==================== lcd_cmd_scheduler_flat
**lcd_cmd_scheduler_flat: clock network drawn from the DEF**

Scale bar: 20 µm.
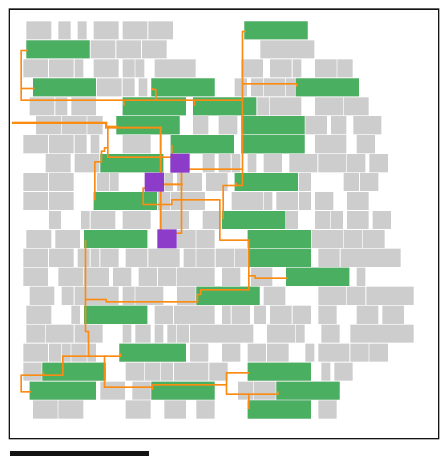

## src/rtl/lcd_sched_pkg.sv

```systemverilog
// Shared types and constants for the LCD command scheduler: FSM state
// encoding, the long-settle command codes and the power-on init sequence.
package lcd_sched_pkg;

  typedef enum logic [2:0] {
    ST_POWERUP = 3'd0,
    ST_INIT    = 3'd1,
    ST_IDLE    = 3'd2,
    ST_SETUP   = 3'd3,
    ST_PULSE   = 3'd4,
    ST_HOLD    = 3'd5,
    ST_WAIT    = 3'd6
  } state_t;

  localparam logic [7:0] LCD_CLEAR = 8'h01;
  localparam logic [7:0] LCD_HOME  = 8'h02;
  localparam int         INIT_LEN  = 4;

  // Init ROM: function set 8-bit/2-line, display on, entry mode, clear.
  function automatic logic [7:0] init_rom(input logic [1:0] idx);
    logic [7:0] b;
    case (idx)
      2'd0:    b = 8'h38;
      2'd1:    b = 8'h0C;
      2'd2:    b = 8'h06;
      default: b = LCD_CLEAR;
    endcase
    return b;
  endfunction

  // Clear and home are the only commands needing the long settle time.
  function automatic logic is_long_cmd(input logic rs, input logic [7:0] d);
    return !rs && ((d == LCD_CLEAR) || (d == LCD_HOME));
  endfunction

endpackage

```

## src/rtl/lcd_cmd_scheduler_if.sv

```systemverilog
// Requester handshakes plus LCD bus outputs of the LCD command scheduler.
// master: the side supplying bytes and watching the bus; slave: the scheduler.
interface lcd_cmd_scheduler_if;
  logic       req0_valid_i;
  logic       req0_rs_i;
  logic [7:0] req0_data_i;
  logic       req0_ready_o;
  logic       req1_valid_i;
  logic       req1_rs_i;
  logic [7:0] req1_data_i;
  logic       req1_ready_o;
  logic [7:0] lcd_data_o;
  logic       lcd_rs_o;
  logic       lcd_enable_o;
  logic       busy_o;

  modport master (
    output req0_valid_i, req0_rs_i, req0_data_i,
    output req1_valid_i, req1_rs_i, req1_data_i,
    input  req0_ready_o, req1_ready_o,
    input  lcd_data_o, lcd_rs_o, lcd_enable_o, busy_o
  );

  modport slave (
    input  req0_valid_i, req0_rs_i, req0_data_i,
    input  req1_valid_i, req1_rs_i, req1_data_i,
    output req0_ready_o, req1_ready_o,
    output lcd_data_o, lcd_rs_o, lcd_enable_o, busy_o
  );
endinterface

```

## src/rtl/lcd_sched_timer.sv

```systemverilog
// Loadable down-counter shared by every timed state of the scheduler.
// A load of N-1 makes o_done rise after N cycles; load wins over counting.
module lcd_sched_timer #(
  parameter int CNT_W = 18
) (
  input  logic             clk_i,
  input  logic             reset_n_i,
  input  logic             i_load,
  input  logic [CNT_W-1:0] i_load_val,
  output logic             o_done
);

  logic [CNT_W-1:0] r_count;

  // Load on request, otherwise count down and park at zero.
  always_ff @(posedge clk_i or negedge reset_n_i) begin
    if (!reset_n_i)             r_count <= '0;
    else if (i_load)            r_count <= i_load_val;
    else if (r_count != '0)     r_count <= r_count - CNT_W'(1);
  end

  assign o_done = (r_count == '0);

endmodule

```

## src/rtl/lcd_cmd_scheduler.sv

```systemverilog
// Two-requester round-robin scheduler driving an HD44780-style LCD bus.
// Each accepted byte goes through SETUP, PULSE (enable high), HOLD and a
// settle WAIT sized by the command type before the next byte is accepted.
// Optional: define LCD_SCHED_INIT_EN to add a power-on delay followed by
// an automatic four-command init sequence before requests are served.
module lcd_cmd_scheduler
  import lcd_sched_pkg::*;
#(
  parameter int SETUP_CYCLES      = 1,
  parameter int EN_HIGH_CYCLES    = 6,
  parameter int CHAR_WAIT_CYCLES  = 480,
  parameter int CLEAR_WAIT_CYCLES = 19680,
  parameter int POWERUP_CYCLES    = 180000
) (
  input logic                 clk_i,
  input logic                 reset_n_i,
  lcd_cmd_scheduler_if.slave  bus
);

  // Every wait parameter must be at least 1.
  localparam int MAX_A = (SETUP_CYCLES > EN_HIGH_CYCLES) ? SETUP_CYCLES : EN_HIGH_CYCLES;
  localparam int MAX_B = (CHAR_WAIT_CYCLES > CLEAR_WAIT_CYCLES) ? CHAR_WAIT_CYCLES : CLEAR_WAIT_CYCLES;
`ifdef LCD_SCHED_INIT_EN
  localparam int MAX_C = (MAX_A > MAX_B) ? MAX_A : MAX_B;
  localparam int MAX_W = (MAX_C > POWERUP_CYCLES) ? MAX_C : POWERUP_CYCLES;
`else
  localparam int MAX_W = (MAX_A > MAX_B) ? MAX_A : MAX_B;
`endif
  localparam int CNT_W = $clog2(MAX_W + 1);

  localparam logic [CNT_W-1:0] SETUP_LD = CNT_W'(SETUP_CYCLES - 1);
  localparam logic [CNT_W-1:0] PULSE_LD = CNT_W'(EN_HIGH_CYCLES - 1);
  localparam logic [CNT_W-1:0] CHAR_LD  = CNT_W'(CHAR_WAIT_CYCLES - 1);
  localparam logic [CNT_W-1:0] CLR_LD   = CNT_W'(CLEAR_WAIT_CYCLES - 1);
`ifdef LCD_SCHED_INIT_EN
  // The first POWERUP cycle is spent loading, so the counter covers the rest.
  localparam logic [CNT_W-1:0] PU_LD    = CNT_W'((POWERUP_CYCLES >= 2) ? POWERUP_CYCLES - 2 : 0);
`endif

  state_t           r_state;
  state_t           w_state_nxt;
  logic [7:0]       r_data;
  logic             r_rs;
  logic             r_last_grant;   // 1: requester 1 was served last
  logic             w_rdy0;
  logic             w_rdy1;
  logic             w_idle;
  logic             w_load;
  logic [CNT_W-1:0] w_load_val;
  logic             w_done;
`ifdef LCD_SCHED_INIT_EN
  logic             r_pu_arm;
  logic             r_init_busy;
  logic [2:0]       r_init_idx;
`endif

  assign w_idle = (r_state == ST_IDLE);

  // Round-robin grant: on a tie the requester not served last wins.
  // Gated by reset so nothing is offered while the block is held in reset.
  assign w_rdy0 = reset_n_i && w_idle && bus.req0_valid_i && (!bus.req1_valid_i || r_last_grant);
  assign w_rdy1 = reset_n_i && w_idle && bus.req1_valid_i && (!bus.req0_valid_i || !r_last_grant);

  lcd_sched_timer #(.CNT_W(CNT_W)) u_timer (
    .clk_i      (clk_i),
    .reset_n_i  (reset_n_i),
    .i_load     (w_load),
    .i_load_val (w_load_val),
    .o_done     (w_done)
  );

  // Next-state and timer-load decode for the transfer sequence.
  always_comb begin
    w_state_nxt = r_state;
    w_load      = 1'b0;
    w_load_val  = '0;
    case (r_state)
      ST_IDLE: begin
        if (w_rdy0 || w_rdy1) begin
          w_state_nxt = ST_SETUP;
          w_load      = 1'b1;
          w_load_val  = SETUP_LD;
        end
      end
      ST_SETUP: begin
        if (w_done) begin
          w_state_nxt = ST_PULSE;
          w_load      = 1'b1;
          w_load_val  = PULSE_LD;
        end
      end
      ST_PULSE: begin
        if (w_done) w_state_nxt = ST_HOLD;
      end
      ST_HOLD: begin
        w_state_nxt = ST_WAIT;
        w_load      = 1'b1;
        w_load_val  = is_long_cmd(r_rs, r_data) ? CLR_LD : CHAR_LD;
      end
      ST_WAIT: begin
        if (w_done) begin
`ifdef LCD_SCHED_INIT_EN
          if (r_init_busy && (r_init_idx != 3'(INIT_LEN))) w_state_nxt = ST_INIT;
          else                                            w_state_nxt = ST_IDLE;
`else
          w_state_nxt = ST_IDLE;
`endif
        end
      end
`ifdef LCD_SCHED_INIT_EN
      ST_POWERUP: begin
        if (!r_pu_arm) begin
          if (POWERUP_CYCLES < 2) begin
            w_state_nxt = ST_INIT;
          end else begin
            w_load     = 1'b1;
            w_load_val = PU_LD;
          end
        end else if (w_done) begin
          w_state_nxt = ST_INIT;
        end
      end
      ST_INIT: begin
        w_state_nxt = ST_SETUP;
        w_load      = 1'b1;
        w_load_val  = SETUP_LD;
      end
`endif
      default: w_state_nxt = ST_IDLE;
    endcase
  end

  // State register; reset lands in POWERUP when init is built in.
  always_ff @(posedge clk_i or negedge reset_n_i) begin
`ifdef LCD_SCHED_INIT_EN
    if (!reset_n_i) r_state <= ST_POWERUP;
`else
    if (!reset_n_i) r_state <= ST_IDLE;
`endif
    else            r_state <= w_state_nxt;
  end

  // Capture the granted byte (or init ROM byte) and remember who was served.
  always_ff @(posedge clk_i or negedge reset_n_i) begin
    if (!reset_n_i) begin
      r_data       <= 8'h00;
      r_rs         <= 1'b0;
      r_last_grant <= 1'b1;
    end else if (w_rdy0) begin
      r_data       <= bus.req0_data_i;
      r_rs         <= bus.req0_rs_i;
      r_last_grant <= 1'b0;
    end else if (w_rdy1) begin
      r_data       <= bus.req1_data_i;
      r_rs         <= bus.req1_rs_i;
      r_last_grant <= 1'b1;
`ifdef LCD_SCHED_INIT_EN
    end else if (r_state == ST_INIT) begin
      r_data       <= init_rom(r_init_idx[1:0]);
      r_rs         <= 1'b0;
`endif
    end
  end

`ifdef LCD_SCHED_INIT_EN
  // Power-up arming and progress through the init ROM.
  always_ff @(posedge clk_i or negedge reset_n_i) begin
    if (!reset_n_i) begin
      r_pu_arm    <= 1'b0;
      r_init_busy <= 1'b1;
      r_init_idx  <= 3'd0;
    end else begin
      if (r_state == ST_POWERUP) r_pu_arm <= 1'b1;
      if (r_state == ST_INIT)    r_init_idx <= r_init_idx + 3'd1;
      if ((r_state == ST_WAIT) && w_done && (r_init_idx == 3'(INIT_LEN)))
        r_init_busy <= 1'b0;
    end
  end
`endif

  assign bus.req0_ready_o = w_rdy0;
  assign bus.req1_ready_o = w_rdy1;
  assign bus.lcd_data_o   = r_data;
  assign bus.lcd_rs_o     = r_rs;
  assign bus.lcd_enable_o = (r_state == ST_PULSE);
  assign bus.busy_o       = !w_idle;

endmodule

```

## src/flat_wrapper.sv

```systemverilog
// flat-port wrapper written by rule: the top's interface ports become plain ports
module lcd_cmd_scheduler_flat import lcd_sched_pkg::*;
#(
  parameter int SETUP_CYCLES      = 1,
  parameter int EN_HIGH_CYCLES    = 6,
  parameter int CHAR_WAIT_CYCLES  = 480,
  parameter int CLEAR_WAIT_CYCLES = 19680,
  parameter int POWERUP_CYCLES    = 180000
)
  (clk_i, reset_n_i, bus_req0_valid_i, bus_req0_rs_i, bus_req0_data_i, bus_req1_valid_i, bus_req1_rs_i, bus_req1_data_i, bus_req0_ready_o, bus_req1_ready_o, bus_lcd_data_o, bus_lcd_rs_o, bus_lcd_enable_o, bus_busy_o);
  lcd_cmd_scheduler_if bus_i ();
  input logic clk_i;
  input logic reset_n_i;
  input wire logic [$bits(bus_i.req0_valid_i)-1:0] bus_req0_valid_i;
  input wire logic [$bits(bus_i.req0_rs_i)-1:0] bus_req0_rs_i;
  input wire logic [$bits(bus_i.req0_data_i)-1:0] bus_req0_data_i;
  input wire logic [$bits(bus_i.req1_valid_i)-1:0] bus_req1_valid_i;
  input wire logic [$bits(bus_i.req1_rs_i)-1:0] bus_req1_rs_i;
  input wire logic [$bits(bus_i.req1_data_i)-1:0] bus_req1_data_i;
  output wire logic [$bits(bus_i.req0_ready_o)-1:0] bus_req0_ready_o;
  output wire logic [$bits(bus_i.req1_ready_o)-1:0] bus_req1_ready_o;
  output wire logic [$bits(bus_i.lcd_data_o)-1:0] bus_lcd_data_o;
  output wire logic [$bits(bus_i.lcd_rs_o)-1:0] bus_lcd_rs_o;
  output wire logic [$bits(bus_i.lcd_enable_o)-1:0] bus_lcd_enable_o;
  output wire logic [$bits(bus_i.busy_o)-1:0] bus_busy_o;
  assign bus_i.req0_valid_i = bus_req0_valid_i;
  assign bus_i.req0_rs_i = bus_req0_rs_i;
  assign bus_i.req0_data_i = bus_req0_data_i;
  assign bus_i.req1_valid_i = bus_req1_valid_i;
  assign bus_i.req1_rs_i = bus_req1_rs_i;
  assign bus_i.req1_data_i = bus_req1_data_i;
  assign bus_req0_ready_o = bus_i.req0_ready_o;
  assign bus_req1_ready_o = bus_i.req1_ready_o;
  assign bus_lcd_data_o = bus_i.lcd_data_o;
  assign bus_lcd_rs_o = bus_i.lcd_rs_o;
  assign bus_lcd_enable_o = bus_i.lcd_enable_o;
  assign bus_busy_o = bus_i.busy_o;
  lcd_cmd_scheduler #(.SETUP_CYCLES(SETUP_CYCLES), .EN_HIGH_CYCLES(EN_HIGH_CYCLES), .CHAR_WAIT_CYCLES(CHAR_WAIT_CYCLES), .CLEAR_WAIT_CYCLES(CLEAR_WAIT_CYCLES), .POWERUP_CYCLES(POWERUP_CYCLES)) u_core (.clk_i(clk_i), .reset_n_i(reset_n_i), .bus(bus_i));
endmodule
```

## config.mk

```make
export PLATFORM = sky130hd
export DESIGN_NAME = lcd_cmd_scheduler_flat
export DESIGN_NICKNAME = d
export VERILOG_FILES = /design/src/rtl/lcd_sched_pkg.sv /design/src/rtl/lcd_cmd_scheduler_if.sv /design/src/rtl/lcd_sched_timer.sv /design/src/rtl/lcd_cmd_scheduler.sv /design/src/flat_wrapper.sv
export SDC_FILE = /design/constraint.sdc
export NUM_CORES = 1
export LEC_CHECK = 0
export CORE_MARGIN = 1.5
export CORE_UTILIZATION = 45
export CTS_CLUSTER_SIZE = 16
export DETAILED_ROUTE_END_ITERATION = 16
export PLACE_DENSITY = 0.74
export SLEW_MARGIN = 20
export SYNTH_ARGS = -nofsm -noshare
export SYNTH_HDL_FRONTEND = slang
export SYNTH_SLANG_ARGS = --single-unit
```

## constraint.sdc

```tcl
create_clock -name clk_i -period 1.85 [get_ports clk_i]
set_input_delay 0.2775 -clock clk_i [delete_from_list [all_inputs] [get_ports clk_i]]
set_output_delay 0.2775 -clock clk_i [all_outputs]
set_load 0.005 [all_outputs]
```

==================== alpaca_rescale
## src/rtl/alpaca_constants_pkg.sv

```systemverilog
// Shared sizing constants for the alpaca datapath.
package alpaca_constants_pkg;
  localparam int WIDTH        = 16;
  localparam int PHASE_WIDTH  = 16;
  localparam int SAMP_PER_CLK = 2;
endpackage

```

## src/rtl/alpaca_dtypes_pkg.sv

```systemverilog
// Sample and packet types for the alpaca datapath, plus the output saturation helper.
package alpaca_dtypes_pkg;
  import alpaca_constants_pkg::*;

  localparam int AW = PHASE_WIDTH + WIDTH + 1;

  typedef struct packed {
    logic signed [WIDTH-1:0] re;
    logic signed [WIDTH-1:0] im;
  } cx_t;
  typedef cx_t [SAMP_PER_CLK-1:0] cx_pkt_t;

  typedef struct packed {
    logic signed [AW-1:0] re;
    logic signed [AW-1:0] im;
  } arith_t;
  typedef arith_t [SAMP_PER_CLK-1:0] arith_pkt_t;

  typedef struct packed {
    logic signed [AW:0] re;
    logic signed [AW:0] im;
  } rnd_t;
  typedef rnd_t [SAMP_PER_CLK-1:0] rnd_pkt_t;

  typedef struct packed {
    logic                    sat;
    logic signed [WIDTH-1:0] val;
  } sat_t;

  localparam logic signed [AW:0] SAT_MAX = (AW+1)'((2 ** (WIDTH-1)) - 1);
  localparam logic signed [AW:0] SAT_MIN = ~SAT_MAX;

  // Clip a rounded value into WIDTH bits and report whether clipping happened.
  function automatic sat_t saturate(input logic signed [AW:0] y);
    sat_t r;
    r.sat = 1'b0;
    r.val = y[WIDTH-1:0];
    if (y > SAT_MAX) begin
      r.sat = 1'b1;
      r.val = SAT_MAX[WIDTH-1:0];
    end else if (y < SAT_MIN) begin
      r.sat = 1'b1;
      r.val = SAT_MIN[WIDTH-1:0];
    end
    return r;
  endfunction
endpackage

```

## src/rtl/alpaca_sat_round.sv

```systemverilog
// Per-component round-half-up arithmetic right shift, one bit wider than the input so
// the rounding bias can never wrap.
module alpaca_sat_round
  import alpaca_constants_pkg::*;
  import alpaca_dtypes_pkg::*;
#(
  parameter int SHIFT_W = 6
) (
  input  logic signed [AW-1:0]    x,
  input  logic        [SHIFT_W-1:0] shift,
  output logic signed [AW:0]      y
);
  logic signed [AW:0] xe;
  logic signed [AW:0] bias;

  // NOTE: every variable written here gets a default first, so no path leaves a latch.
  always_comb begin
    xe   = x;
    bias = '0;
    if (shift != '0) bias = (AW+1)'(1) <<< (shift - SHIFT_W'(1));
    y = (xe + bias) >>> shift;
  end
endmodule

```

## src/rtl/alpaca_rescale.sv

```systemverilog
// Output stage after the butterfly: two-stage elastic pipeline that rescales, saturates
// and flags saturated frames, with a saturating count of flagged frames.
module alpaca_rescale
  import alpaca_constants_pkg::*;
  import alpaca_dtypes_pkg::*;
#(
  parameter int SHIFT_W   = 6,
  parameter int OVF_CNT_W = 16
) (
  input  logic                 clk,
  input  logic                 rst,
  input  arith_pkt_t           s_axis_tdata,
  input  logic                 s_axis_tvalid,
  input  logic                 s_axis_tlast,
  output logic                 s_axis_tready,
  input  logic [SHIFT_W-1:0]   shift_i,
  output cx_pkt_t              m_axis_tdata,
  output logic                 m_axis_tvalid,
  output logic                 m_axis_tlast,
  output logic                 m_axis_tuser,
  input  logic                 m_axis_tready,
  input  logic                 cnt_clr_i,
  output logic [OVF_CNT_W-1:0] ovf_cnt_o
);
  localparam logic [SHIFT_W-1:0] SHIFT_MAX = SHIFT_W'(AW);

  logic               v1, v2, adv1, adv2, accept;
  logic               frame_start, sticky;
  logic [SHIFT_W-1:0] shift_q, shift_in, shift_use;
  rnd_pkt_t           rnd_d, s1_data;
  logic               s1_last;
  cx_pkt_t            sat_d;
  logic               beat_sat;
  sat_t               sr, si;

  assign adv2          = ~v2 | m_axis_tready;
  assign adv1          = ~v1 | adv2;
  assign s_axis_tready = adv1;
  assign accept        = s_axis_tvalid & adv1;
  assign m_axis_tvalid = v2;

  // The first beat of a frame uses the live shift and latches it for the rest of the frame.
  assign shift_in  = (shift_i > SHIFT_MAX) ? SHIFT_MAX : shift_i;
  assign shift_use = frame_start ? shift_in : shift_q;

  for (genvar i = 0; i < SAMP_PER_CLK; i++) begin : g_rnd
    alpaca_sat_round #(.SHIFT_W(SHIFT_W)) u_re (
      .x(s_axis_tdata[i].re), .shift(shift_use), .y(rnd_d[i].re)
    );
    alpaca_sat_round #(.SHIFT_W(SHIFT_W)) u_im (
      .x(s_axis_tdata[i].im), .shift(shift_use), .y(rnd_d[i].im)
    );
  end

  always_comb begin
    sat_d    = '0;
    beat_sat = 1'b0;
    sr       = '0;
    si       = '0;
    for (int i = 0; i < SAMP_PER_CLK; i++) begin
      sr          = saturate(s1_data[i].re);
      si          = saturate(s1_data[i].im);
      sat_d[i].re = sr.val;
      sat_d[i].im = si.val;
      beat_sat    = beat_sat | sr.sat | si.sat;
    end
  end

  // NOTE: registers update with <= so each one samples values from before the edge.
  always_ff @(posedge clk or posedge rst) begin
    if (rst) begin
      v1          <= 1'b0;
      s1_data     <= '0;
      s1_last     <= 1'b0;
      frame_start <= 1'b1;
      shift_q     <= '0;
    end else if (adv1) begin
      v1 <= s_axis_tvalid;
      if (accept) begin
        s1_data     <= rnd_d;
        s1_last     <= s_axis_tlast;
        frame_start <= s_axis_tlast;
        if (frame_start) shift_q <= shift_in;
      end
    end
  end

  always_ff @(posedge clk or posedge rst) begin
    if (rst) begin
      v2           <= 1'b0;
      m_axis_tdata <= '0;
      m_axis_tlast <= 1'b0;
      m_axis_tuser <= 1'b0;
      sticky       <= 1'b0;
    end else if (adv2) begin
      v2 <= v1;
      if (v1) begin
        m_axis_tdata <= sat_d;
        m_axis_tlast <= s1_last;
        m_axis_tuser <= s1_last & (sticky | beat_sat);
        sticky       <= ~s1_last & (sticky | beat_sat);
      end
    end
  end

  always_ff @(posedge clk or posedge rst) begin
    if (rst) begin
      ovf_cnt_o <= '0;
    end else if (cnt_clr_i) begin
      ovf_cnt_o <= '0;
    end else if (m_axis_tvalid & m_axis_tready & m_axis_tlast & m_axis_tuser &
                 (ovf_cnt_o != '1)) begin
      ovf_cnt_o <= ovf_cnt_o + 1'b1;
    end
  end
endmodule

```

## config.mk

```make
export PLATFORM = sky130hd
export DESIGN_NAME = alpaca_rescale
export DESIGN_NICKNAME = d
export VERILOG_FILES = /design/src/rtl/alpaca_constants_pkg.sv /design/src/rtl/alpaca_dtypes_pkg.sv /design/src/rtl/alpaca_sat_round.sv /design/src/rtl/alpaca_rescale.sv
export SDC_FILE = /design/constraint.sdc
export NUM_CORES = 1
export LEC_CHECK = 0
export ABC_AREA = 1
export ABC_CLOCK_PERIOD_IN_PS = 10500
export CORE_MARGIN = 10
export CORE_UTILIZATION = 51
export CTS_CLUSTER_DIAMETER = 50
export CTS_CLUSTER_SIZE = 12
export DETAILED_ROUTE_END_ITERATION = 12
export GPL_TIMING_DRIVEN = 0
export PLACE_DENSITY_LB_ADDON = 0.3
export SLEW_MARGIN = 5
export SYNTH_ARGS = -nofsm -noshare
export SYNTH_HDL_FRONTEND = slang
export SYNTH_SLANG_ARGS = --single-unit
```

## constraint.sdc

```tcl
create_clock -name clk -period 10.5 [get_ports clk]
set_input_delay 2.1 -clock clk [delete_from_list [all_inputs] [get_ports clk]]
set_output_delay 2.1 -clock clk [all_outputs]
set_load 0.01 [all_outputs]
```

==================== seq_detector_param
File: config.mk
export PLATFORM = sky130hd
export DESIGN_NAME = seq_detector_param
export DESIGN_NICKNAME = d
export VERILOG_FILES = /design/src/rtl/seq_det_pkg.sv /design/src/rtl/seq_shift_reg.sv /design/src/rtl/seq_detector_param.sv
export SDC_FILE = /design/constraint.sdc
export NUM_CORES = 1
export LEC_CHECK = 0
export ABC_AREA = 1
export CORE_UTILIZATION = 44
export CTS_CLUSTER_SIZE = 10
export DETAILED_ROUTE_END_ITERATION = 16
export GPL_TIMING_DRIVEN = 0
export PLACE_DENSITY = 0.76
export REMOVE_ABC_BUFFERS = 1
export SLEW_MARGIN = 40
export SYNTH_ARGS = -nofsm -noshare
export SYNTH_HDL_FRONTEND = slang
export SYNTH_SLANG_ARGS = --single-unit
File: constraint.sdc
create_clock -name clk_bar -period 1.7 [get_ports clk_bar]
set_clock_uncertainty 0.1 [all_clocks]
set_input_delay 0.17 -clock clk_bar [delete_from_list [all_inputs] [get_ports clk_bar]]
set_output_delay 0.17 -clock clk_bar [all_outputs]
set_load 0.005 [all_outputs]
File: src/rtl/seq_det_pkg.sv
// Shared constants for the serial pattern detector: parameter legal ranges,
// default pattern and detection-mode encodings.
package seq_det_pkg;
    localparam int PAT_LEN_MIN = 2;
    localparam int PAT_LEN_MAX = 16;
    localparam int CNT_W_MIN   = 1;
    localparam int CNT_W_MAX   = 16;

    localparam logic [3:0] PAT_INIT_DEF = 4'b1011;

    localparam logic OVL  = 1'b1;
    localparam logic NOVL = 1'b0;
endpackage

File: src/rtl/seq_shift_reg.sv
// History shift register (newest bit at LSB) with a saturating fill counter
// that reports when DEPTH valid bits have been collected.
module seq_shift_reg #(
    parameter int DEPTH = 3
) (
    input  logic             clk,
    input  logic             rst_n,
    input  logic             shift_en,
    input  logic             din,
    input  logic             flush,
    output logic [DEPTH-1:0] hist,
    output logic             full
);
    localparam int FW = $clog2(DEPTH + 1);

    logic [FW-1:0] fill;

    assign full = (fill == FW'(DEPTH));

    // Flush wins over shift; a flushed history is also zeroed so stale bits
    // never linger, though fill alone already gates matching.
    always_ff @(posedge clk or negedge rst_n) begin
        if (!rst_n) begin
            hist <= '0;
            fill <= '0;
        end else if (flush) begin
            hist <= '0;
            fill <= '0;
        end else if (shift_en) begin
            hist <= (hist << 1) | DEPTH'(din);
            if (!full)
                fill <= fill + 1'b1;
        end
    end
endmodule

File: src/rtl/seq_detector_param.sv
// Parameterised serial pattern detector with overlap/non-overlap modes and a
// loadable pattern. Define SEQ_DETECTOR_PARAM_CNT_EN to build the match counter.
module seq_detector_param
    import seq_det_pkg::*;
#(
    parameter int                 PAT_LEN  = 4,
    parameter logic [PAT_LEN-1:0] PAT_INIT = PAT_LEN'(PAT_INIT_DEF),
    parameter int                 CNT_W    = 8
) (
    input  logic               clk_bar,
    input  logic               clr_bar,
    input  logic               x,
    input  logic               x_valid,
    input  logic               overlap,
    input  logic               load,
    input  logic [PAT_LEN-1:0] pat_in,
    output logic               z,
    output logic [CNT_W-1:0]   match_cnt
);
    generate
        if (PAT_LEN < PAT_LEN_MIN || PAT_LEN > PAT_LEN_MAX) begin : g_bad_pat_len
            $error("seq_detector_param: PAT_LEN out of range");
        end
        if (CNT_W < CNT_W_MIN || CNT_W > CNT_W_MAX) begin : g_bad_cnt_w
            $error("seq_detector_param: CNT_W out of range");
        end
    endgenerate

    logic [PAT_LEN-1:0] pattern;
    logic [PAT_LEN-2:0] hist;
    logic               full;
    logic               accept;
    logic               hit;

    // A load edge discards the bit presented with it.
    assign accept = x_valid & ~load;
    assign hit    = accept & full & ({hist, x} == pattern);

    seq_shift_reg #(
        .DEPTH (PAT_LEN - 1)
    ) u_hist (
        .clk      (clk_bar),
        .rst_n    (clr_bar),
        .shift_en (accept),
        .din      (x),
        .flush    (load | (hit & (overlap == NOVL))),
        .hist     (hist),
        .full     (full)
    );

    always_ff @(posedge clk_bar or negedge clr_bar) begin
        if (!clr_bar) begin
            pattern <= PAT_INIT;
            z       <= 1'b0;
        end else begin
            z <= hit;
            if (load)
                pattern <= pat_in;
        end
    end

`ifdef SEQ_DETECTOR_PARAM_CNT_EN
    logic [CNT_W-1:0] cnt;

    always_ff @(posedge clk_bar or negedge clr_bar) begin
        if (!clr_bar)
            cnt <= '0;
        else if (load)
            cnt <= '0;
        else if (hit && cnt != '1)
            cnt <= cnt + 1'b1;
    end

    assign match_cnt = cnt;
`else
    assign match_cnt = '0;
`endif
endmodule

==================== game_board_state_flat
--- config.mk ---
export PLATFORM = sky130hd
export DESIGN_NAME = game_board_state_flat
export DESIGN_NICKNAME = d
export VERILOG_FILES = /design/src/rtl/game_board_state_if.sv /design/src/rtl/game_board_state.sv /design/src/flat_wrapper.sv
export SDC_FILE = /design/constraint.sdc
export NUM_CORES = 2
export LEC_CHECK = 0
export ABC_AREA = 1
export CAP_MARGIN = 30
export CORE_AREA = 4 4 511 513
export CTS_CLUSTER_SIZE = 12
export DETAILED_ROUTE_END_ITERATION = 8
export DIE_AREA = 0 0 515 517
export HOLD_SLACK_MARGIN = 0.05
export SETUP_SLACK_MARGIN = 0.05
export SLEW_MARGIN = 20
export SYNTH_ARGS = -nofsm -noshare
export SYNTH_HDL_FRONTEND = slang
export SYNTH_SLANG_ARGS = --single-unit
--- constraint.sdc ---
create_clock -name clk -period 2.75 [get_ports clk]
set_input_delay 0.275 -clock clk [delete_from_list [all_inputs] [get_ports clk]]
set_output_delay 0.275 -clock clk [all_outputs]
set_load 0.03 [all_outputs]
--- src/rtl/game_board_state_if.sv ---
// Cell write port between game logic (master) and board storage (slave).
interface game_board_state_if #(
  parameter int unsigned CELL_W = 5
);
  logic              wr_valid;
  logic              wr_ready;
  logic [3:0]        wr_row;
  logic [3:0]        wr_col;
  logic [CELL_W-1:0] wr_data;
  logic              wr_err;

  modport master (
    output wr_valid, wr_row, wr_col, wr_data,
    input  wr_ready, wr_err
  );

  modport slave (
    input  wr_valid, wr_row, wr_col, wr_data,
    output wr_ready, wr_err
  );
endinterface

--- src/rtl/game_board_state.sv ---
// Board storage and game-on status: clear sweep on start, valid/ready cell
// writes during play, registered single-cell read port.
module game_board_state #(
  parameter int unsigned      CELL_W    = 5,
  parameter logic [CELL_W-1:0] CLEAR_VAL = '0
) (
  input  logic                            clk,
  input  logic                            rst,
  input  logic                            start_game,
  input  logic                            end_game,
  input  logic [2:0]                      size_sel,
  game_board_state_if.slave               wr,
  input  logic [3:0]                      rd_row,
  input  logic [3:0]                      rd_col,
  output logic [CELL_W-1:0]               rd_data,
  output logic                            is_game_on,
  output logic [2:0]                      board_size,
  output logic [15:0][15:0][CELL_W-1:0]   board,
  output logic                            clear_done
);

  localparam int unsigned IDX_W  = 8;
  localparam int unsigned N_W    = 5;
  localparam logic [IDX_W-1:0] LAST_IDX = 8'hFF;
  localparam logic [2:0]       RST_SIZE = 3'd7;

  typedef enum logic [1:0] {
    S_IDLE  = 2'd0,
    S_CLEAR = 2'd1,
    S_RUN   = 2'd2
  } state_t;

  state_t           state;
  state_t           next_state;
  logic [IDX_W-1:0] clr_idx;
  logic             wr_err_q;

  logic             wr_ready_c;
  logic             wr_fire_c;
  logic             wr_in_range_c;
  logic             clr_en_c;
  logic             sweep_last_c;
  logic [N_W-1:0]   n_c;

  assign wr.wr_ready = wr_ready_c;
  assign wr.wr_err   = wr_err_q;

  // Active edge length of the current board: 2*(board_size+1), 2..16.
  assign n_c = N_W'({board_size, 1'b0}) + N_W'(2);

  // State register.
  always_ff @(posedge clk) begin
    if (rst) state <= S_IDLE;
    else     state <= next_state;
  end

  // Next-state logic; start_game takes priority everywhere, end_game is ignored mid-sweep.
  always_comb begin
    next_state = state;
    case (state)
      S_IDLE: begin
        if (start_game) next_state = S_CLEAR;
      end
      S_CLEAR: begin
        if (start_game)              next_state = S_CLEAR;
        else if (clr_idx == LAST_IDX) next_state = S_RUN;
      end
      S_RUN: begin
        if (start_game)    next_state = S_CLEAR;
        else if (end_game) next_state = S_IDLE;
      end
      default: next_state = S_IDLE;
    endcase
  end

  // Datapath controls decoded from state and inputs.
  always_comb begin
    wr_ready_c    = 1'b0;
    clr_en_c      = 1'b0;
    sweep_last_c  = 1'b0;
    wr_in_range_c = (N_W'(wr.wr_row) < n_c) && (N_W'(wr.wr_col) < n_c);
    if (state == S_RUN)   wr_ready_c = !start_game;
    if (state == S_CLEAR) clr_en_c   = !start_game;
    if (clr_en_c && (clr_idx == LAST_IDX)) sweep_last_c = 1'b1;
    wr_fire_c = wr.wr_valid && wr_ready_c;
  end

  // Sweep index, latched size and status pulses.
  always_ff @(posedge clk) begin
    if (rst) begin
      clr_idx    <= '0;
      board_size <= RST_SIZE;
      is_game_on <= 1'b0;
      clear_done <= 1'b0;
      wr_err_q   <= 1'b0;
    end else begin
      if (start_game) begin
        board_size <= size_sel;
        clr_idx    <= '0;
      end else if (clr_en_c) begin
        clr_idx    <= clr_idx + IDX_W'(1);
      end
      is_game_on <= (next_state == S_RUN);
      clear_done <= sweep_last_c;
      wr_err_q   <= wr_fire_c && !wr_in_range_c;
    end
  end

  // Cell storage: sweep clears one cell per cycle, otherwise in-range writes land.
  always_ff @(posedge clk) begin
    if (rst) begin
      board <= {256{CLEAR_VAL}};
    end else if (clr_en_c) begin
      board[clr_idx[7:4]][clr_idx[3:0]] <= CLEAR_VAL;
    end else if (wr_fire_c && wr_in_range_c) begin
      board[wr.wr_row][wr.wr_col] <= wr.wr_data;
    end
  end

  // Registered read; a same-cycle write is seen on the following read.
  always_ff @(posedge clk) begin
    if (rst) rd_data <= '0;
    else     rd_data <= board[rd_row][rd_col];
  end

endmodule

--- src/flat_wrapper.sv ---
// flat-port wrapper written by rule: the top's interface ports become plain ports
module game_board_state_flat 
#(
  parameter int unsigned      CELL_W    = 5,
  parameter logic [CELL_W-1:0] CLEAR_VAL = '0
)
  (clk, rst, start_game, end_game, size_sel, rd_row, rd_col, rd_data, is_game_on, board_size, board, clear_done, wr_wr_valid, wr_wr_row, wr_wr_col, wr_wr_data, wr_wr_ready, wr_wr_err);
  game_board_state_if #(.CELL_W(CELL_W)) wr_i ();
  input  logic clk;
  input  logic rst;
  input  logic start_game;
  input  logic end_game;
  input  logic [2:0] size_sel;
  input  logic [3:0] rd_row;
  input  logic [3:0] rd_col;
  output logic [CELL_W-1:0] rd_data;
  output logic is_game_on;
  output logic [2:0] board_size;
  output logic [15:0][15:0][CELL_W-1:0] board;
  output logic clear_done;
  input wire logic [$bits(wr_i.wr_valid)-1:0] wr_wr_valid;
  input wire logic [$bits(wr_i.wr_row)-1:0] wr_wr_row;
  input wire logic [$bits(wr_i.wr_col)-1:0] wr_wr_col;
  input wire logic [$bits(wr_i.wr_data)-1:0] wr_wr_data;
  output wire logic [$bits(wr_i.wr_ready)-1:0] wr_wr_ready;
  output wire logic [$bits(wr_i.wr_err)-1:0] wr_wr_err;
  assign wr_i.wr_valid = wr_wr_valid;
  assign wr_i.wr_row = wr_wr_row;
  assign wr_i.wr_col = wr_wr_col;
  assign wr_i.wr_data = wr_wr_data;
  assign wr_wr_ready = wr_i.wr_ready;
  assign wr_wr_err = wr_i.wr_err;
  game_board_state #(.CELL_W(CELL_W), .CLEAR_VAL(CLEAR_VAL)) u_core (.clk(clk), .rst(rst), .start_game(start_game), .end_game(end_game), .size_sel(size_sel), .wr(wr_i), .rd_row(rd_row), .rd_col(rd_col), .rd_data(rd_data), .is_game_on(is_game_on), .board_size(board_size), .board(board), .clear_done(clear_done));
endmodule

==> layout pictures side by side <==
Clock network drawn from the DEF.
image #1
Scale bar: 10 µm.
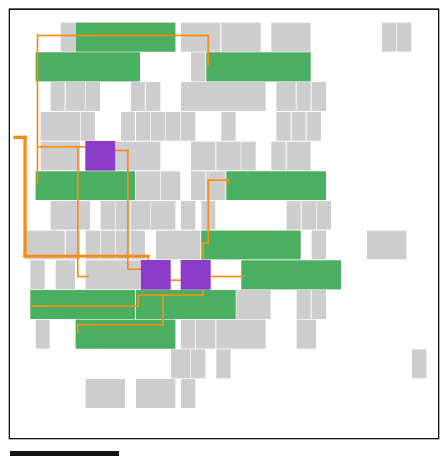
image #2
Scale bar: 200 µm.
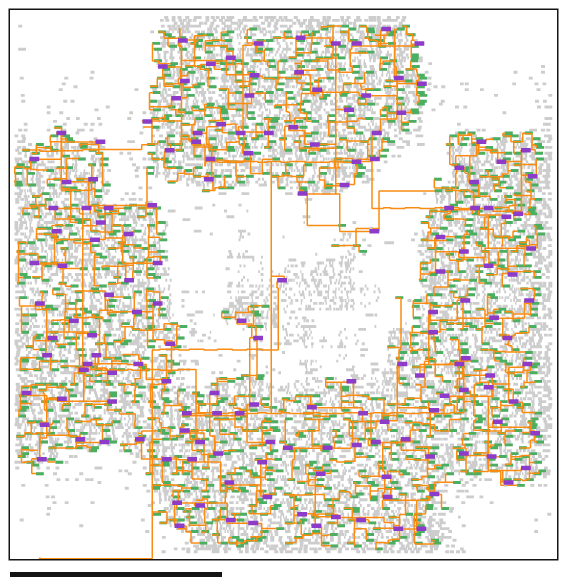
image #3
Scale bar: 50 µm.
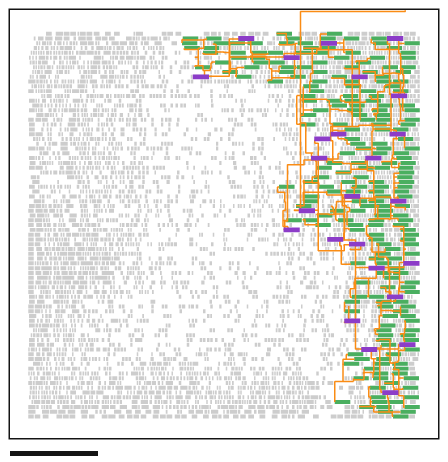
| picture | from |
|---|---|
| image #3 | alpaca_rescale |
| image #2 | game_board_state_flat |
| image #1 | seq_detector_param |
The one with the fewest sequential cells is image #1.

Key to image #3:
[purple] clock drivers | count: 25
[orange] clock wires | length: 2840 µm
[green] flip-flops | count: 229
routed clock nets: 26

**lcd_cmd_scheduler_flat: the clock network**

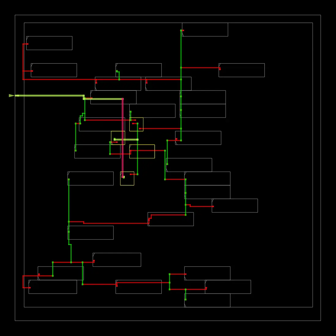
FF+latch count: 28
clock buffer count: 4
clock-net power: 0.000303 W

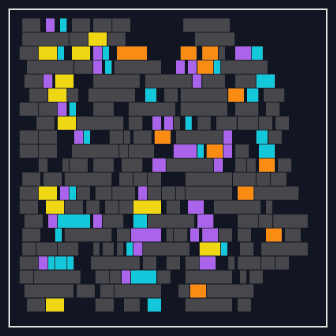
**Above:** lcd_cmd_scheduler_flat (selected gate families).
| colour | family | cells |
|---|---|---|
| orange | XOR/XNOR gates | 11 |
| purple | inverting AOI/OAI gates | 30 |
| yellow | multiplexers | 11 |
| cyan | NAND gates | 26 |

## Picture notes: 'clock network drawn from the DEF' of lcd_cmd_scheduler_flat
[orange] clock wires | length: 315 µm
[purple] clock drivers | count: 3
[green] flip-flops | count: 28
routed clock nets: 4

==> notes.md, lcd_cmd_scheduler_flat <==
The full implementation flow was run.

Across all stage logs, warnings added up to 29. The final timing report lists a hold violation count of 0. The first routing iteration left between 50 and 60 violations. The run finished, with violations left.

Setup repair after global routing could not meet its margin everywhere. The endpoint arrival time on the critical path stands at ~1.6 ns. The finished cells cover around 2400 µm². The total of max-cap violations stands at 0. u_core.u_timer.r_count holds more flip-flops than any other register.

The number of antenna diodes in the final layout is 0. According to the timing report, the critical path is launched from u_core.r_state[1]. Across the VDD grid, the largest voltage drop is 727 µV. The first global-routing pass estimated 6380 µm of wire. Counting plain and timing-repair buffers in the layout gives roughly 70. The share of the core area taken by cells at floorplan is 0.464. The minimum setup slack in the final design stands at -0.0128 ns. The reg-to-reg setup timing slack stands at 0.03 ns. The number of nets in the layout stands at 245. The final timing report counts setup violations totalling 1. The cell count after placement stands at approximately 260. The clock transition at the register clock pins on the worst setup and hold paths after CTS stands at ~0.16 ns. Per the layout area report, the combinational fraction of cell area is 0.394. Clock tree synthesis inserted a total of 3 buffers. For this block, the via count after detailed routing is around 1400.

TritonRoute output was used to compute an average wire per cell of ~14 µm. The worst setup path is of the reg -> out kind. For this run the top cell type by instance count after synthesis was dfrtp_1. Summing all flip-flop and latch instances after layout gives ~700 µm². Looking at the reg2reg group, the worst path ends at u_core.u_timer.r_count[14]. The startpoint identified for the worst register-to-register timing path is u_core.bus.lcd_data_o[3]. The met3 track demand over resource stands at 0.0420. The register with the most flip-flops in the layout has 15 of them. The yosys synthesis warning count stands at 0. STA classifies the critical path startpoint as a flop. The checks that failed: negative setup slack.

By area, multi-input combinational cells come first. The tap cell instance count stands at between 40 and 50.
==> lcd_cmd_scheduler_flat: layer usage <==
| layer | vias to the layer above | share of wire | routed length, µm |
|---|---|---|---|
| met5 | - | 0 | 0 |
| met4 | 0 | 0.0063 | 24 |
| met2 | 40 | 0.54 | 2060 |
| met3 | 4 | 0.052 | 199 |
| li1 | 688 | - | - |
| met1 | 669 | 0.41 | 1560 |
==> lcd_cmd_scheduler_flat: cell usage in the layout (no fill, tap or decap), types with 2 or more instances in the layout <==
master and count:
nand4_1 3, nor2_1 6, mux2i_1 9, dfrtp_1 26
xnor2_1 5, nor4_2 3, o21ai_0 5, dfstp_2 2
o221ai_1 2, buf_4 33, nor3_1 3, or4_4 4
clkbuf_4 3, nand2_1 15, nand3b_1 2, dlygate4sd2_1 3
inv_2 3, buf_6 4, a21o_1 2, xor2_1 5
a21oi_1 2, clkdlybuf4s50_1 29, a21oi_2 3, o21ai_1 15
==> lcd_cmd_scheduler_flat: worst max-delay path: stages, from the launching register on <==
cell and delay, ns:
dfstp_2 0.56, nor4bb_4 0.19, buf_4 0.15, buf_6 0.09, and3_4 0.18, buf_6 0.09
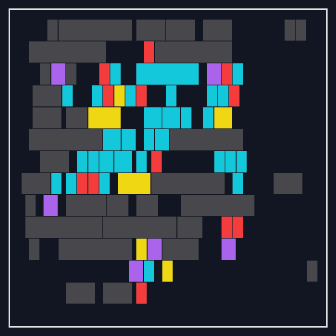
**Above:** seq_detector_param (selected gate families).
| colour | family | cells | most used |
|---|---|---|---|
| cyan | NAND gates | 30 | nand2_1 |
| purple | inverting AOI/OAI gates | 6 | o21ai_0 |
| red | inverters | 12 | inv_1 |
| yellow | NOR gates | 6 | nor2_1 |

==> notes.md, seq_detector_param <==
The full implementation flow was run.

The met2 wire length stands at ~460 µm. The number of nets with antenna violations after routing stands at 0. STA classifies the critical path startpoint as an input pin. For the worst setup path, the data arrival time is around 1.5 ns. The area taken by flip-flops and latches stands at about 250 µm².

The total via count after detailed routing stands at 461. The report shows a maximum critical-path fanout of 10. For reference, the most critical setup path is categorized as in -> reg. According to the timing report, the critical path is captured at u_hist.fill[1]. Global routing put the most usage on met2. Per the TritonCTS log, the buffer count is 3. STA classifies the critical path endpoint as a flop. The synthesized area per cell stands at ~8.0 µm². Counting instances in the post-synthesis netlist gives the leading cell types as nand2_1, inv_1, buf_4. The run reported a max-capacitance violation count of 0. The flow reports power dissipated in the clock network as 0.000212 W. Per the CTS log, the maximum H-tree level is 1.

The count of hold-fix buffers inserted at cts stands at 0. Total global-route track usage over all layers is 0.145. Overall power consumption after layout is estimated at about 0.00057 W. The DRC violation total left in the routed layout is recorded as 0. The static power due to leakage stands at 0.366 nW. By area the synthesized netlist is led by dfrtp_1, nand2_1, dfstp_2. The final setup violation count stands at 0. For the sequential group, total power comes out at 0.000268 W. The largest stage delay on the critical path stands at approximately 0.60 ns. The wire length the detailed router placed on met1 stands at ~420 µm.

In this run the core area contains 13 standard-cell rows. The via-per-instance ratio stands at 4.48. By instance count, the leading cell after synthesis is nand2_1. After floorplanning, the core was sized to cover approximately 1300 µm².

For the worst flop-to-flop path, the logic depth is 7. The minimum setup slack in the final design stands at between 0.2 and 0.3 ns. Counting flops with an async set or reset pin after synthesis yields a share of 1.00. The run finished with clean final reports. Per the final report, the share of cell area in non-clock buffers is 0.139.

Among all cell classes, the greatest summed area belongs to multi-input combinational cells. The instance count of the mapped netlist stands at 76. The kind of cell with the highest combined delay along the critical path is simple AND/OR/NAND/NOR gates.
[seq_detector_param: per-stage QoR]
stage	hold slack (ns)	util	instance area (µm²)	TNS, ns
6_report	0.118	0.553	719	0
5_1_grt	0.141	0.553	719	0
4_1_cts	0.128	0.553	719	0
3_5_place_dp	0.388	0.525	683	-0.0471
3_3_place_gp	0.385	0.525	683	0
2_1_floorplan	-0.226	-	564	0
[seq_detector_param: state kept, by name (all words and copies together) (netlist names)]
| register | cells |
|---|---|
| pattern | 4 |
| u_hist.fill | 2 |
| u_hist.hist | 3 |
| z | 1 |
[seq_detector_param: cell usage in the layout (no fill, tap or decap)]
| cell | n |
|---|---|
| nand3_1 | 3 |
| a21oi_1 | 1 |
| nor2_2 | 1 |
| inv_1 | 11 |
| clkbuf_4 | 3 |
| nand2_2 | 1 |
| nand4_4 | 1 |
| clkbuf_8 | 1 |
| clkdlybuf4s50_1 | 10 |
| nor2_4 | 2 |
| nand4_1 | 3 |
| nand2_1 | 22 |
| nor2_1 | 3 |
| dfstp_2 | 3 |
| o21ai_0 | 5 |
| inv_2 | 1 |
| conb_1 | 8 |
| dfrtp_1 | 7 |
| xnor2_1 | 1 |
| ha_1 | 1 |
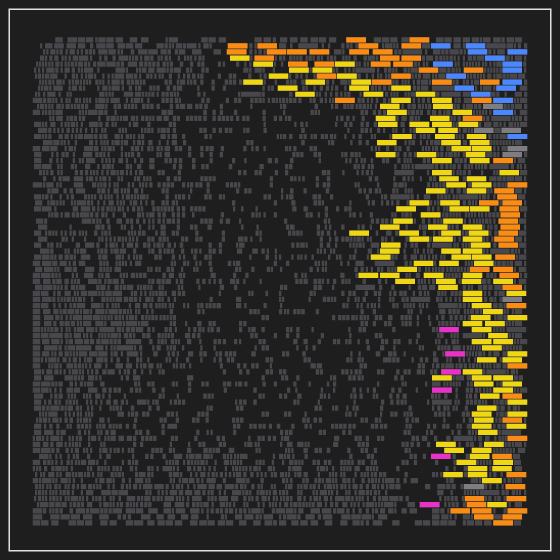
**Above:** alpaca_rescale (sequential cells coloured by netlist name).
| colour | netlist name | sequential cells |
|---|---|---|
| yellow | s1_data | 136 |
| magenta | shift_q | 6 |
| blue | ovf_cnt_o | 16 |
| orange | m_axis_tdata | 64 |
not coloured: 7

==> notes.md, alpaca_rescale <==
The full implementation flow was run.

The run finished, with violations left. The checks that failed: max-capacitance violations, max-slew violations. After global routing the overflow that remains totals 0.

The async set-reset flop share out of synthesis stands at 1.00. The number of global-route vias before repair was 32184. The fraction of layout cells with a size suffix above 1 stands at 0.0442. The post-CTS setup buffer count stands at 0. The power of the clock network stands at 0.000806 W. The number of maximum-capacitance violations recorded for the run is 5. Clock-pin slew was measured on the worst setup and hold paths at about 0.060 ns. The cell that appears most often on the critical path is inv_1. The timing-limited maximum frequency stands at ~100 MHz. The power dissipated by switching net loads stands at 0.00342 W. The met2 wire length stands at roughly 60000 µm. The die footprint stands at 59200 µm². The AND-OR/OR-AND share of the synthesized area stands at 0.148. Summed over all combinational cells, the power is 0.00380 W. Internal power comes to around 0.0027 W. The final timing report lists a max-slew violation count of 21. The post-cts gate resize count stands at 0. The number of fillers in the final layout stands at about 4700.

The number of clock buffers inserted by TritonCTS stands at 25. The post-layout minimum cycle time stands at slightly below 10 ns. The sequential cell count stands at 229. The net count after synthesis is around 4500. Per the timing report, the most critical flop-to-flop path originates at frame_start. The number of antenna violations at the first check in global routing stands at 2.
alpaca_rescale: worst max path at each step:
stage	from	end	slack [ns]	depth (start not counted)
after global routing	shift_i[5]	s1_data[2]	0.64	27
after global placement	rst	shift_q[5]	-0.27	2
after detailed placement	shift_i[5]	s1_data[35]	0.89	27
final	shift_i[5]	s1_data[14]	0.72	27
after floorplan	rst	m_axis_tdata[0]	2.13	1
after CTS	shift_i[5]	s1_data[35]	1.41	27
alpaca_rescale: cell usage after synthesis, drive strengths merged, types with 3 or more instances:
library cell  count
a2111oi           6
a211oi            5
a21boi            5
a21o              6
a21oi           229
a31oi            71
and3              3
buf              93
clkbuf           83
dfrtp           228
ha              125
inv             330
nand2          1135
nand3           883
nand3b           63
nand4            52
nor2            432
nor3             48
nor4             30
o211ai           18
o21a             38
o21ai           255
o21bai            9
o221a            10
o22ai             3
o41ai             3
or2              18
xnor2             9
xor2             30
alpaca_rescale: flip-flops by register name, summed over array words and instances, names as in the netlist:
signal	count
s1_data	136
m_axis_tdata	64
ovf_cnt_o	16
shift_q	6
frame_start	1
m_axis_tlast	1
m_axis_tuser	1
m_axis_tvalid	1
s1_last	1
sticky	1
v1	1
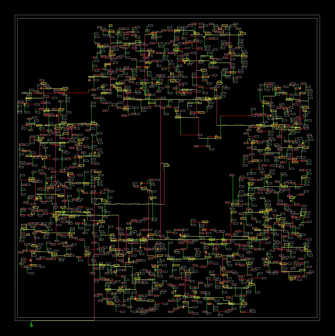
**Above:** game_board_state_flat (the clock network).
clock buffer count: 239
clock buffers created by TritonCTS: 161

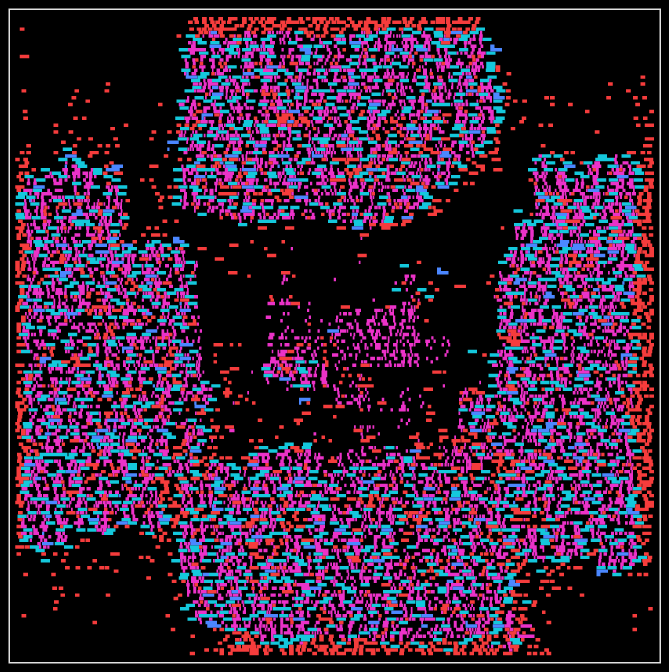
**Above:** game_board_state_flat (placement by cell class).
| colour | class | cells | share of their area |
|---|---|---|---|
| cyan | flops | 1301 | 27% |
| blue | clock drivers and dummy loads | 296 | 5.7% |
| magenta | combinational and other logic | 7509 | 43% |
| red | other buffers and delay cells | 2281 | 24% |
Rows: 186
Final Cell Area: 99700 µm²

==> notes.md, game_board_state_flat <==
The full implementation flow was run.

The final timing report lists clock skew as between 0.03 and 0.04 ns. The global-route usage over all layers stands at 0.391. The buffer and inverter count on the worst path stands at 6.

The placement-stage worst setup slack stands at -0.112 ns. The residual DRC count stands at 0. Per STA, the endpoint of the critical path is u_core.board[666]. The number of antenna violations at the first check in global routing is 24. The final HPWL from detailed placement stands at approximately 420000 µm. The fraction of layout cells with a size suffix above 1 stands at 0.131. Per the post-synthesis report, the number of cells in the design is ~9900. The tightest min-delay check is of the in -> reg type. After the first detailed-routing iteration, the DRC count stood at around 17000. The flow ran to the end, and the final reports show no timing, DRC or antenna violations. For the worst flop-to-flop path, the logic depth is 15.

dfxtp_1 takes more of the synthesized area than any other cell.
-- game_board_state_flat: metal layers --
layer	vias to the layer above	global-route usage
li1	39463	-
met1	44093	0.451
met2	7528	0.534
met3	1466	0.194
met4	8	0.333
met5	-	0.000360
-- game_board_state_flat: flip-flops by register name (all words and copies together) (netlist names) --
signal / count
u_core.is_game_on: 1
u_core.board: 1280
u_core.board_size: 3
u_core.rd_data: 5
u_core.clear_done: 1
u_core.wr.wr_err: 1
u_core.state: 2
u_core.clr_idx: 8
-- game_board_state_flat: power by group through the flow --
stage          sequential (W)  combinational, W  clock (W)
6_report               0.0189           0.00767     0.0227
5_1_grt                0.0189           0.00773     0.0233
4_1_cts                0.0189           0.00672     0.0226
3_5_place_dp           0.0193           0.00670          0
3_3_place_gp           0.0193           0.00669          0
2_1_floorplan          0.0193           0.00324          0
-- game_board_state_flat: layout make-up --
type	count	area [µm²]	area share
Antenna cell	19	47.5	0.000477
Sequential cell	1301	26000	0.261
Clock inverter	57	663	0.00665
Clock buffer	239	4810	0.0483
Multi-Input combinational cell	7398	40200	0.404
Inverter	111	444	0.00446
Tap cell	3384	4230	0.0425
Timing Repair Buffer	2281	23200	0.233


==> gallery <==
Placement by cell class.
(a)
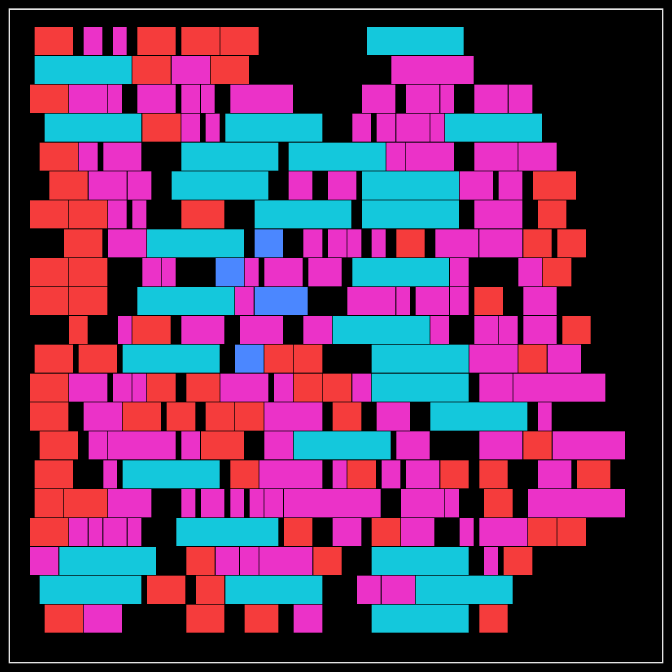
(b)
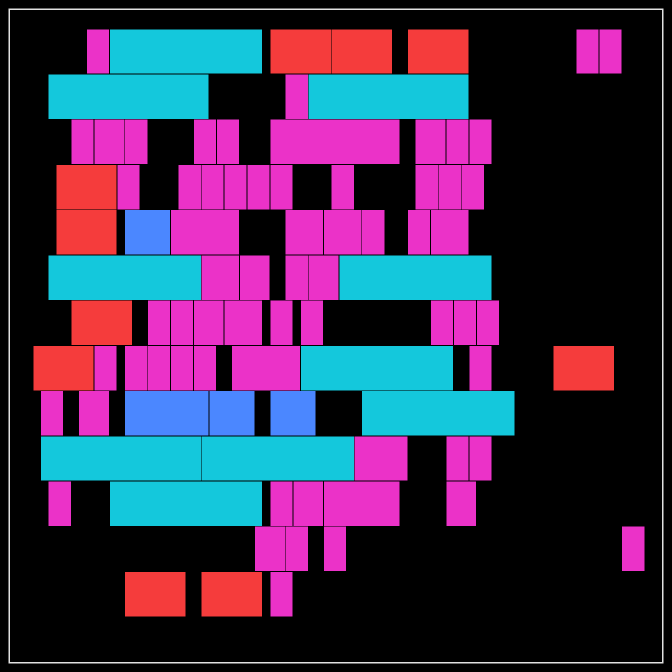
(c)
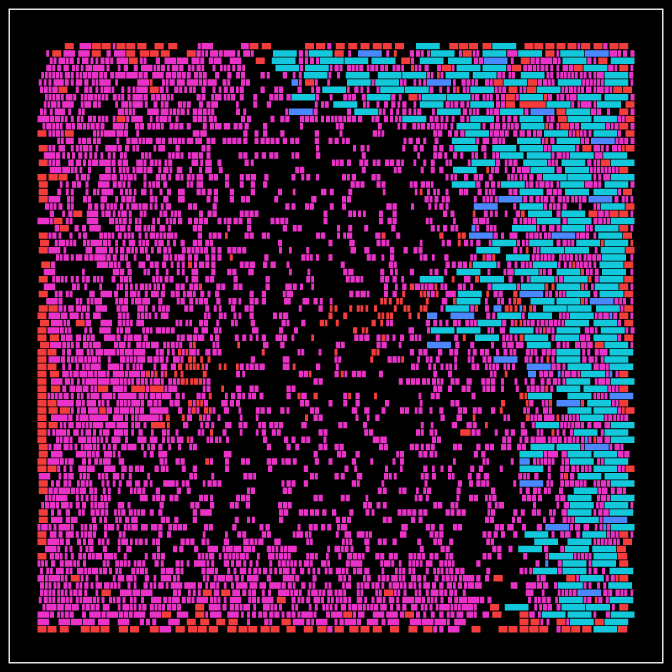
seq_detector_param: (b)
alpaca_rescale: (c)
lcd_cmd_scheduler_flat: (a)

Key to (a):
| colour | class | cells | share of their area |
|---|---|---|---|
| magenta | combinational and other logic | 118 | 41% |
| red | other buffers and delay cells | 70 | 27% |
| blue | clock drivers and dummy loads | 4 | 1.6% |
| cyan | flops | 28 | 31% |

Power and IR drop assume default switching activity.
